# ---- block 1 ----
==> block_1/met1.png <==
Bar = 20 um. Supply wires on this layer in grey.
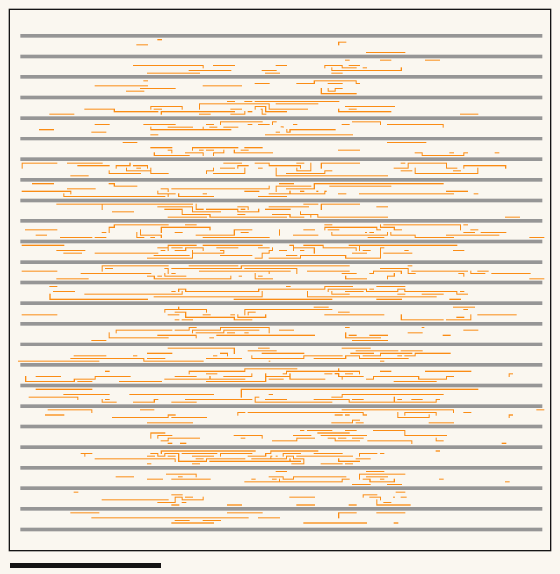
==> block_1/met2.png <==
Bar = 20 um.
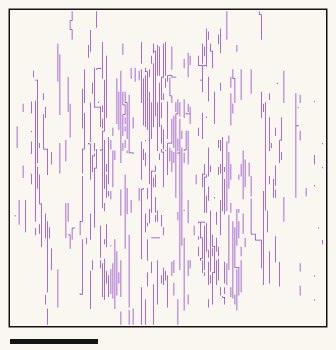
<file path="src/rtl/run_initiator.sv">
// run_initiator: launches batches of core runs over the req/done handshake.
// Holds the core in reset, issues a one-cycle req, times the run and
// reports its cycle count. A watchdog aborts the batch when done is late.
//
// state  | meaning
// -------+------------------------------------------------------------
// IDLE   | core held in reset, waiting for start
// RST    | core held in reset for RST_CYC cycles before the next launch
// REQ    | core released, one-cycle req pulse
// WAIT   | counting cycles until done, or aborting at TIMEOUT
module run_initiator #(
    parameter int NUM_RUNS = 3,
    parameter int RUN_W    = 2,
    parameter int CNT_W    = 16,
    parameter int RST_CYC  = 2,
    parameter int TIMEOUT  = 1000
) (
    input  logic             clk,
    input  logic             reset,
    input  logic             start,
    input  logic             done,
    output logic             req,
    output logic             core_reset,
    output logic             busy,
    output logic [RUN_W-1:0] run_idx,
    output logic [CNT_W-1:0] cycles,
    output logic             cycles_valid,
    output logic             batch_done,
    output logic             timeout_err
);

    localparam int RC_W = (RST_CYC < 2) ? 1 : $clog2(RST_CYC + 1);
    localparam logic [RC_W-1:0]  RC_LAST  = RC_W'(RST_CYC);
    localparam logic [CNT_W-1:0] CNT_LAST = CNT_W'(TIMEOUT);
    localparam logic [RUN_W-1:0] IDX_LAST = RUN_W'(NUM_RUNS - 1);

    typedef enum logic [1:0] {
        IDLE = 2'd0,
        RST  = 2'd1,
        REQ  = 2'd2,
        WAIT = 2'd3
    } state_t;

    state_t           r_state;
    state_t           w_state_nxt;

    logic [RC_W-1:0]  r_rst_cnt;
    logic [RC_W-1:0]  w_rst_cnt_nxt;
    logic [CNT_W-1:0] r_cnt;
    logic [CNT_W-1:0] w_cnt_nxt;
    logic [RUN_W-1:0] r_run_idx;
    logic [RUN_W-1:0] w_run_idx_nxt;
    logic [CNT_W-1:0] r_cycles;
    logic [CNT_W-1:0] w_cycles_nxt;
    logic             r_cycles_valid;
    logic             w_cycles_valid_nxt;
    logic             r_batch_done;
    logic             w_batch_done_nxt;
    logic             r_timeout_err;
    logic             w_timeout_err_nxt;
    logic             r_req;
    logic             r_core_reset;
    logic             r_busy;

    // State register
    always_ff @(posedge clk or negedge reset) begin
        if (!reset) begin
            r_state <= IDLE;
        end else begin
            r_state <= w_state_nxt;
        end
    end

    // Next-state and datapath update decisions
    always_comb begin
        w_state_nxt        = r_state;
        w_rst_cnt_nxt      = r_rst_cnt;
        w_cnt_nxt          = r_cnt;
        w_run_idx_nxt      = r_run_idx;
        w_cycles_nxt       = r_cycles;
        w_cycles_valid_nxt = 1'b0;
        w_batch_done_nxt   = 1'b0;
        w_timeout_err_nxt  = r_timeout_err;

        unique case (r_state)
            IDLE: begin
                if (start) begin
                    w_state_nxt       = RST;
                    w_run_idx_nxt     = '0;
                    w_timeout_err_nxt = 1'b0;
                    w_rst_cnt_nxt     = RC_W'(1);
                end
            end

            RST: begin
                // run_idx keeps the finished run's index through the
                // cycles_valid cycle and advances right after it.
                if (r_cycles_valid) begin
                    w_run_idx_nxt = r_run_idx + RUN_W'(1);
                end
                if (r_rst_cnt == RC_LAST) begin
                    w_state_nxt = REQ;
                end else begin
                    w_rst_cnt_nxt = r_rst_cnt + RC_W'(1);
                end
            end

            REQ: begin
                w_state_nxt = WAIT;
                w_cnt_nxt   = CNT_W'(1);
            end

            WAIT: begin
                if (done) begin
                    w_cycles_nxt       = r_cnt;
                    w_cycles_valid_nxt = 1'b1;
                    if (r_run_idx == IDX_LAST) begin
                        w_batch_done_nxt = 1'b1;
                        w_state_nxt      = IDLE;
                    end else begin
                        w_state_nxt   = RST;
                        w_rst_cnt_nxt = RC_W'(1);
                    end
                end else if (r_cnt == CNT_LAST) begin
                    w_timeout_err_nxt = 1'b1;
                    w_batch_done_nxt  = 1'b1;
                    w_state_nxt       = IDLE;
                end else begin
                    w_cnt_nxt = r_cnt + CNT_W'(1);
                end
            end

            default: begin
                w_state_nxt = IDLE;
            end
        endcase
    end

    // Counters, run bookkeeping and result registers
    always_ff @(posedge clk or negedge reset) begin
        if (!reset) begin
            r_rst_cnt      <= '0;
            r_cnt          <= '0;
            r_run_idx      <= '0;
            r_cycles       <= '0;
            r_cycles_valid <= 1'b0;
            r_batch_done   <= 1'b0;
            r_timeout_err  <= 1'b0;
        end else begin
            r_rst_cnt      <= w_rst_cnt_nxt;
            r_cnt          <= w_cnt_nxt;
            r_run_idx      <= w_run_idx_nxt;
            r_cycles       <= w_cycles_nxt;
            r_cycles_valid <= w_cycles_valid_nxt;
            r_batch_done   <= w_batch_done_nxt;
            r_timeout_err  <= w_timeout_err_nxt;
        end
    end

    // State-decoded outputs, registered from the next state so they
    // line up with the state they describe
    always_ff @(posedge clk or negedge reset) begin
        if (!reset) begin
            r_req        <= 1'b0;
            r_core_reset <= 1'b1;
            r_busy       <= 1'b0;
        end else begin
            r_req        <= (w_state_nxt == REQ);
            r_core_reset <= (w_state_nxt == IDLE) || (w_state_nxt == RST);
            r_busy       <= (w_state_nxt != IDLE);
        end
    end

    assign req          = r_req;
    assign core_reset   = r_core_reset;
    assign busy         = r_busy;
    assign run_idx      = r_run_idx;
    assign cycles       = r_cycles;
    assign cycles_valid = r_cycles_valid;
    assign batch_done   = r_batch_done;
    assign timeout_err  = r_timeout_err;

endmodule

</file>
<file path="config.mk">
export PLATFORM = sky130hd
export DESIGN_NAME = run_initiator
export DESIGN_NICKNAME = d
export VERILOG_FILES = /design/src/rtl/run_initiator.sv
export SDC_FILE = /design/constraint.sdc
export NUM_CORES = 1
export LEC_CHECK = 0
export CORE_UTILIZATION = 45
export CTS_CLUSTER_DIAMETER = 200
export DETAILED_ROUTE_END_ITERATION = 8
export PLACE_DENSITY = 0.67
export SLEW_MARGIN = 20
export SYNTH_ARGS = -nofsm -noshare
export SYNTH_HDL_FRONTEND = slang
export SYNTH_SLANG_ARGS = --single-unit
export TNS_END_PERCENT = 100
</file>
<file path="constraint.sdc">
create_clock -name clk -period 1.9 [get_ports clk]
set_clock_uncertainty 0.1 [all_clocks]
set_input_delay 0.38 -clock clk [delete_from_list [all_inputs] [get_ports clk]]
set_output_delay 0.38 -clock clk [all_outputs]
set_load 0.01 [all_outputs]
</file>
==> results.py <==
# Auto-generated metrics
metrics = {
    "final_timing": {
        "setup_viol": 0,
        "slew_headroom_pct": 69.7,
    },
    "outcome": {
        "status": "completed",
    },
    "cts": {
        "cts_buffers": 5,
    },
    "floorplan": {
        "tap_cells": 52,
    },
    "critical_path": {
        "r2r_slack_ns": 0.14,
        "start_kind": "register",
        "worst-path-stages": 1,
        "arrival_ns": 1.33,
    },
    "pwr": {
        "pg_clk_uw": 596,
        "p_comb_share_pct": 43.0,
    },
    "logic_synthesis": {
        "async_flop_share_pct": 100,
        "synth.distinct_cells": 49,
        "ff_type": "dfrtp_1",
    },
    "layout": {
        "final_cell_mix": "dfrtp_1 (43), clkdlybuf4s50_1 (26), nand2_1 (18), buf_4 (18), nor2_1 (16)",
        "nFillCells": 417,
        "ff_count": 44,
        "nMultiInputCombCells": 136,
    },
    "grt": {
        "grt_busiest_layer": "met2",
    },
    "routing": {
        "wl_per_cell_um": 14.1,
        "antenna_left": 0,
    },
}
About block_1/met1.png:
longest straight run = 31.3 um
nets with wire on the layer = 229
wire length on this layer = 2120 um
share of all routed wire = 50%
via count: 1612
met1 global-route usage: 25.9%
final wirelength: 4.24 mm

About block_1/met2.png:
wire length on this layer = 1890 um
nets with wire on the layer = 213
GR Util met2: 29.9%


# ---- block 2 ----
==> block_2/met1.png <==
Bar = 20 um. Supply wires on this layer in grey.
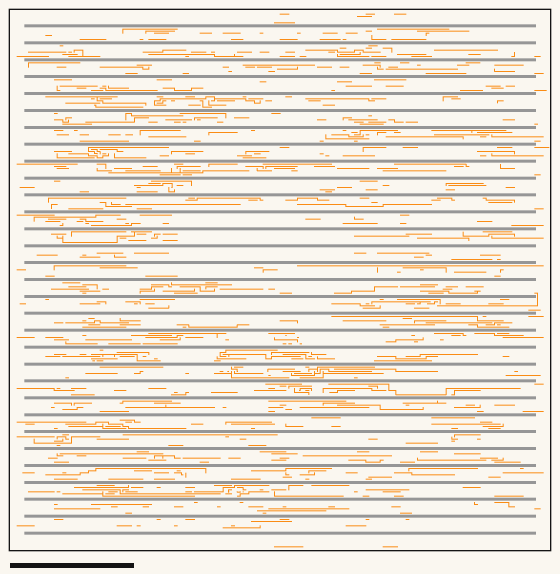
==> block_2/met2.png <==
Bar = 20 um.
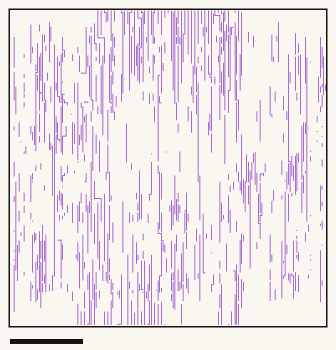
<file path="src/rtl/pico_alu_pkg.sv">
// ============================================================================
// pico_alu_pkg : opcode encoding, arbiter FSM states and opcode helpers
// Revision     : 1.0
// ============================================================================
`default_nettype none

package pico_alu_pkg;

    localparam logic [2:0] OC_ADD = 3'b000;
    localparam logic [2:0] OC_SUB = 3'b001;
    localparam logic [2:0] OC_MUL = 3'b010;
    localparam logic [2:0] OC_DIV = 3'b011;
    localparam logic [2:0] OC_NOT = 3'b100;
    localparam logic [2:0] OC_XOR = 3'b101;
    localparam logic [2:0] OC_OR  = 3'b110;
    localparam logic [2:0] OC_AND = 3'b111;

    typedef enum logic [1:0] {
        IDLE = 2'd0,
        EXEC = 2'd1,
        RESP = 2'd2
    } state_t;

    // MUL and DIV are allowed to run as multicycle paths through the alu
    function automatic logic is_slow_op(input logic [2:0] oc);
        return (oc == OC_MUL) || (oc == OC_DIV);
    endfunction

endpackage

`default_nettype wire

</file>
<file path="src/rtl/alu_rr_arbiter.sv">
// ============================================================================
// alu_rr_arbiter : combinational 2-way round-robin grant
// Revision       : 1.0
// ============================================================================
`default_nettype none

module alu_rr_arbiter (
    input  logic [1:0] valid_i,
    input  logic       last_grant_i,
    output logic       grant_valid_o,
    output logic       grant_o
);

    always_comb begin
        grant_valid_o = |valid_i;
        grant_o       = 1'b0;
        // On contention the requester that did not win last time is picked
        if (valid_i == 2'b11) begin
            grant_o = ~last_grant_i;
        end else if (valid_i[1]) begin
            grant_o = 1'b1;
        end
    end

endmodule

`default_nettype wire

</file>
<file path="src/rtl/alu_arbiter.sv">
// ============================================================================
// alu_arbiter : shares one combinational alu between two valid/ready requesters
//               Optional macro ALU_ARB_DZ_EN enables divide-by-zero reporting.
// Revision    : 1.0
// ============================================================================
`default_nettype none

module alu_arbiter
    import pico_alu_pkg::*;
#(
    parameter int DATA_WIDTH = 16,
    parameter int FAST_LAT   = 1,
    parameter int SLOW_LAT   = 4
) (
    input  logic                  clk,
    input  logic                  rst_n,
    input  logic                  req0_valid,
    output logic                  req0_ready,
    input  logic [2:0]            req0_oc,
    input  logic [DATA_WIDTH-1:0] req0_a,
    input  logic [DATA_WIDTH-1:0] req0_b,
    output logic                  rsp0_valid,
    input  logic                  rsp0_ready,
    output logic [DATA_WIDTH-1:0] rsp0_f,
    output logic                  rsp0_err,
    input  logic                  req1_valid,
    output logic                  req1_ready,
    input  logic [2:0]            req1_oc,
    input  logic [DATA_WIDTH-1:0] req1_a,
    input  logic [DATA_WIDTH-1:0] req1_b,
    output logic                  rsp1_valid,
    input  logic                  rsp1_ready,
    output logic [DATA_WIDTH-1:0] rsp1_f,
    output logic                  rsp1_err,
    output logic [2:0]            alu_oc,
    output logic [DATA_WIDTH-1:0] alu_a,
    output logic [DATA_WIDTH-1:0] alu_b,
    input  logic [DATA_WIDTH-1:0] alu_f
);

    localparam int MAX_LAT = (SLOW_LAT > FAST_LAT) ? SLOW_LAT : FAST_LAT;
    localparam int CNT_W   = $clog2(MAX_LAT + 1);

    state_t                  state_q, state_d;
    logic                    owner_q, owner_d;
    logic                    last_grant_q, last_grant_d;
    logic [CNT_W-1:0]        cnt_q, cnt_d;
    logic [2:0]              oc_q, oc_d;
    logic [DATA_WIDTH-1:0]   a_q, a_d;
    logic [DATA_WIDTH-1:0]   b_q, b_d;
    logic [DATA_WIDTH-1:0]   result_q, result_d;

    logic                    gnt_vld;
    logic                    gnt;
    logic [2:0]              sel_oc;
    logic                    dz;

    alu_rr_arbiter u_rr (
        .valid_i       ({req1_valid, req0_valid}),
        .last_grant_i  (last_grant_q),
        .grant_valid_o (gnt_vld),
        .grant_o       (gnt)
    );

    assign sel_oc = gnt ? req1_oc : req0_oc;

`ifdef ALU_ARB_DZ_EN
    assign dz = (oc_q == OC_DIV) && (b_q == '0);
`else
    assign dz = 1'b0;
`endif

    always_comb begin
        state_d      = state_q;
        owner_d      = owner_q;
        last_grant_d = last_grant_q;
        cnt_d        = cnt_q;
        oc_d         = oc_q;
        a_d          = a_q;
        b_d          = b_q;
        result_d     = result_q;
        case (state_q)
            IDLE: begin
                if (gnt_vld) begin
                    owner_d = gnt;
                    oc_d    = sel_oc;
                    a_d     = gnt ? req1_a : req0_a;
                    b_d     = gnt ? req1_b : req0_b;
                    cnt_d   = is_slow_op(sel_oc) ? CNT_W'(SLOW_LAT) : CNT_W'(FAST_LAT);
                    state_d = EXEC;
                end
            end
            EXEC: begin
                cnt_d = cnt_q - CNT_W'(1);
                if (cnt_q == CNT_W'(1)) begin
                    result_d = dz ? '0 : alu_f;
                    state_d  = RESP;
                end
            end
            RESP: begin
                if (owner_q ? rsp1_ready : rsp0_ready) begin
                    last_grant_d = owner_q;
                    state_d      = IDLE;
                end
            end
            default: state_d = IDLE;
        endcase
    end

    always_ff @(posedge clk or negedge rst_n) begin
        if (!rst_n) begin
            state_q      <= IDLE;
            owner_q      <= 1'b0;
            last_grant_q <= 1'b1;
            cnt_q        <= '0;
            oc_q         <= '0;
            a_q          <= '0;
            b_q          <= '0;
            result_q     <= '0;
        end else begin
            state_q      <= state_d;
            owner_q      <= owner_d;
            last_grant_q <= last_grant_d;
            cnt_q        <= cnt_d;
            oc_q         <= oc_d;
            a_q          <= a_d;
            b_q          <= b_d;
            result_q     <= result_d;
        end
    end

    // Ready is gated by reset so nothing is accepted while rst_n is held low
    assign req0_ready = rst_n && (state_q == IDLE) && gnt_vld && !gnt;
    assign req1_ready = rst_n && (state_q == IDLE) && gnt_vld &&  gnt;

    assign rsp0_valid = (state_q == RESP) && !owner_q;
    assign rsp1_valid = (state_q == RESP) &&  owner_q;
    assign rsp0_f     = result_q;
    assign rsp1_f     = result_q;
    assign rsp0_err   = rsp0_valid && dz;
    assign rsp1_err   = rsp1_valid && dz;

    assign alu_oc = oc_q;
    assign alu_a  = a_q;
    assign alu_b  = b_q;

endmodule

`default_nettype wire

</file>
<file path="config.mk">
export PLATFORM = sky130hd
export DESIGN_NAME = alu_arbiter
export DESIGN_NICKNAME = d
export VERILOG_FILES = /design/src/rtl/pico_alu_pkg.sv /design/src/rtl/alu_rr_arbiter.sv /design/src/rtl/alu_arbiter.sv
export SDC_FILE = /design/constraint.sdc
export NUM_CORES = 1
export LEC_CHECK = 0
export CORE_MARGIN = 2
export CORE_UTILIZATION = 40
export CTS_BUF_LIST = sky130_fd_sc_hd__clkbuf_8
export CTS_CLUSTER_SIZE = 40
export DETAILED_ROUTE_END_ITERATION = 7
export PLACE_DENSITY = 0.85
export SLEW_MARGIN = 20
export SYNTH_ARGS = -nofsm -noshare
export SYNTH_HDL_FRONTEND = slang
export SYNTH_HIERARCHICAL = 1
export SYNTH_SLANG_ARGS = --single-unit
</file>
<file path="constraint.sdc">
create_clock -name clk -period 5.05 [get_ports clk]
set_input_delay 0.7575 -clock clk [delete_from_list [all_inputs] [get_ports clk]]
set_output_delay 0.7575 -clock clk [all_outputs]
set_load 0.05 [all_outputs]
</file>
==> results.py <==
# Auto-generated metrics
metrics = {
    "logic_synthesis": {
        "simple_gate_share_pct": 9.06,
        "synthXorXnorAreaFrac_pct": 0.319,
        "common_cells": "dfrtp_1 (57), mux2i_1 (36), nor2_1 (36), a21oi_1 (35), buf_4 (18)",
        "synth.distinct_cells": 33,
        "ff_type": "dfrtp_1",
    },
    "pwr": {
        "switching_power_uw": 1700,
        "power_leader": "combinational logic",
        "p_sw_share_pct": 50.1,
        "pg_clk_uw": 418,
    },
    "floorplan": {
        "pin_count": 165,
        "die_area_mm2": 0.00755,
    },
    "min_path": {
        "hold_path_end": "cnt_q[1]",
    },
    "placed_design": {
        "io_buffers": 162,
    },
    "critical_path": {
        "critPathKind": "input pin to output pin",
        "reg2reg_to": "rsp0_f[2]",
    },
    "layout": {
        "clock_area_share_pct": 4.47,
        "finalNonFillerCells": 477,
    },
    "grt": {
        "grtUsageMet3_pct": 6.07,
        "grt_overflow": 0,
    },
    "outcome": {
        "status": "completed",
    },
}
Notes on block_2/met1.png above:
share of all routed wire = 41%
main direction = horizontal
nets with wire on the layer = 413
met1 global-route usage: 22.2%
via count: 2307
final wirelength: 6.94 mm

Notes on block_2/met2.png above:
longest straight run = 63.5 um
share of all routed wire = 50%
main direction = vertical
wire length on this layer = 3440 um
nets with wire on the layer = 423



## Gallery

M3 wires.
Cells faint in the background.
picture 1
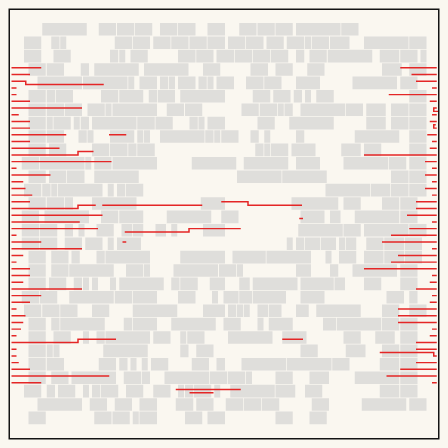
picture 2
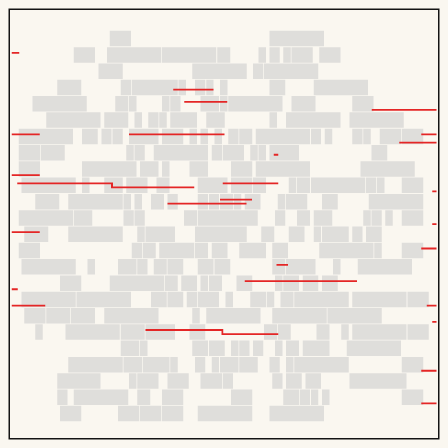
block 1 -> picture 2
block 2 -> picture 1

Key to picture 1:
share of all routed wire = 8.8%
longest straight run = 20.0 um
nets with wire on the layer = 99
wire length on this layer = 607 um
main direction = horizontal

No activity file was given, so power comes from the tool's default toggle rates.
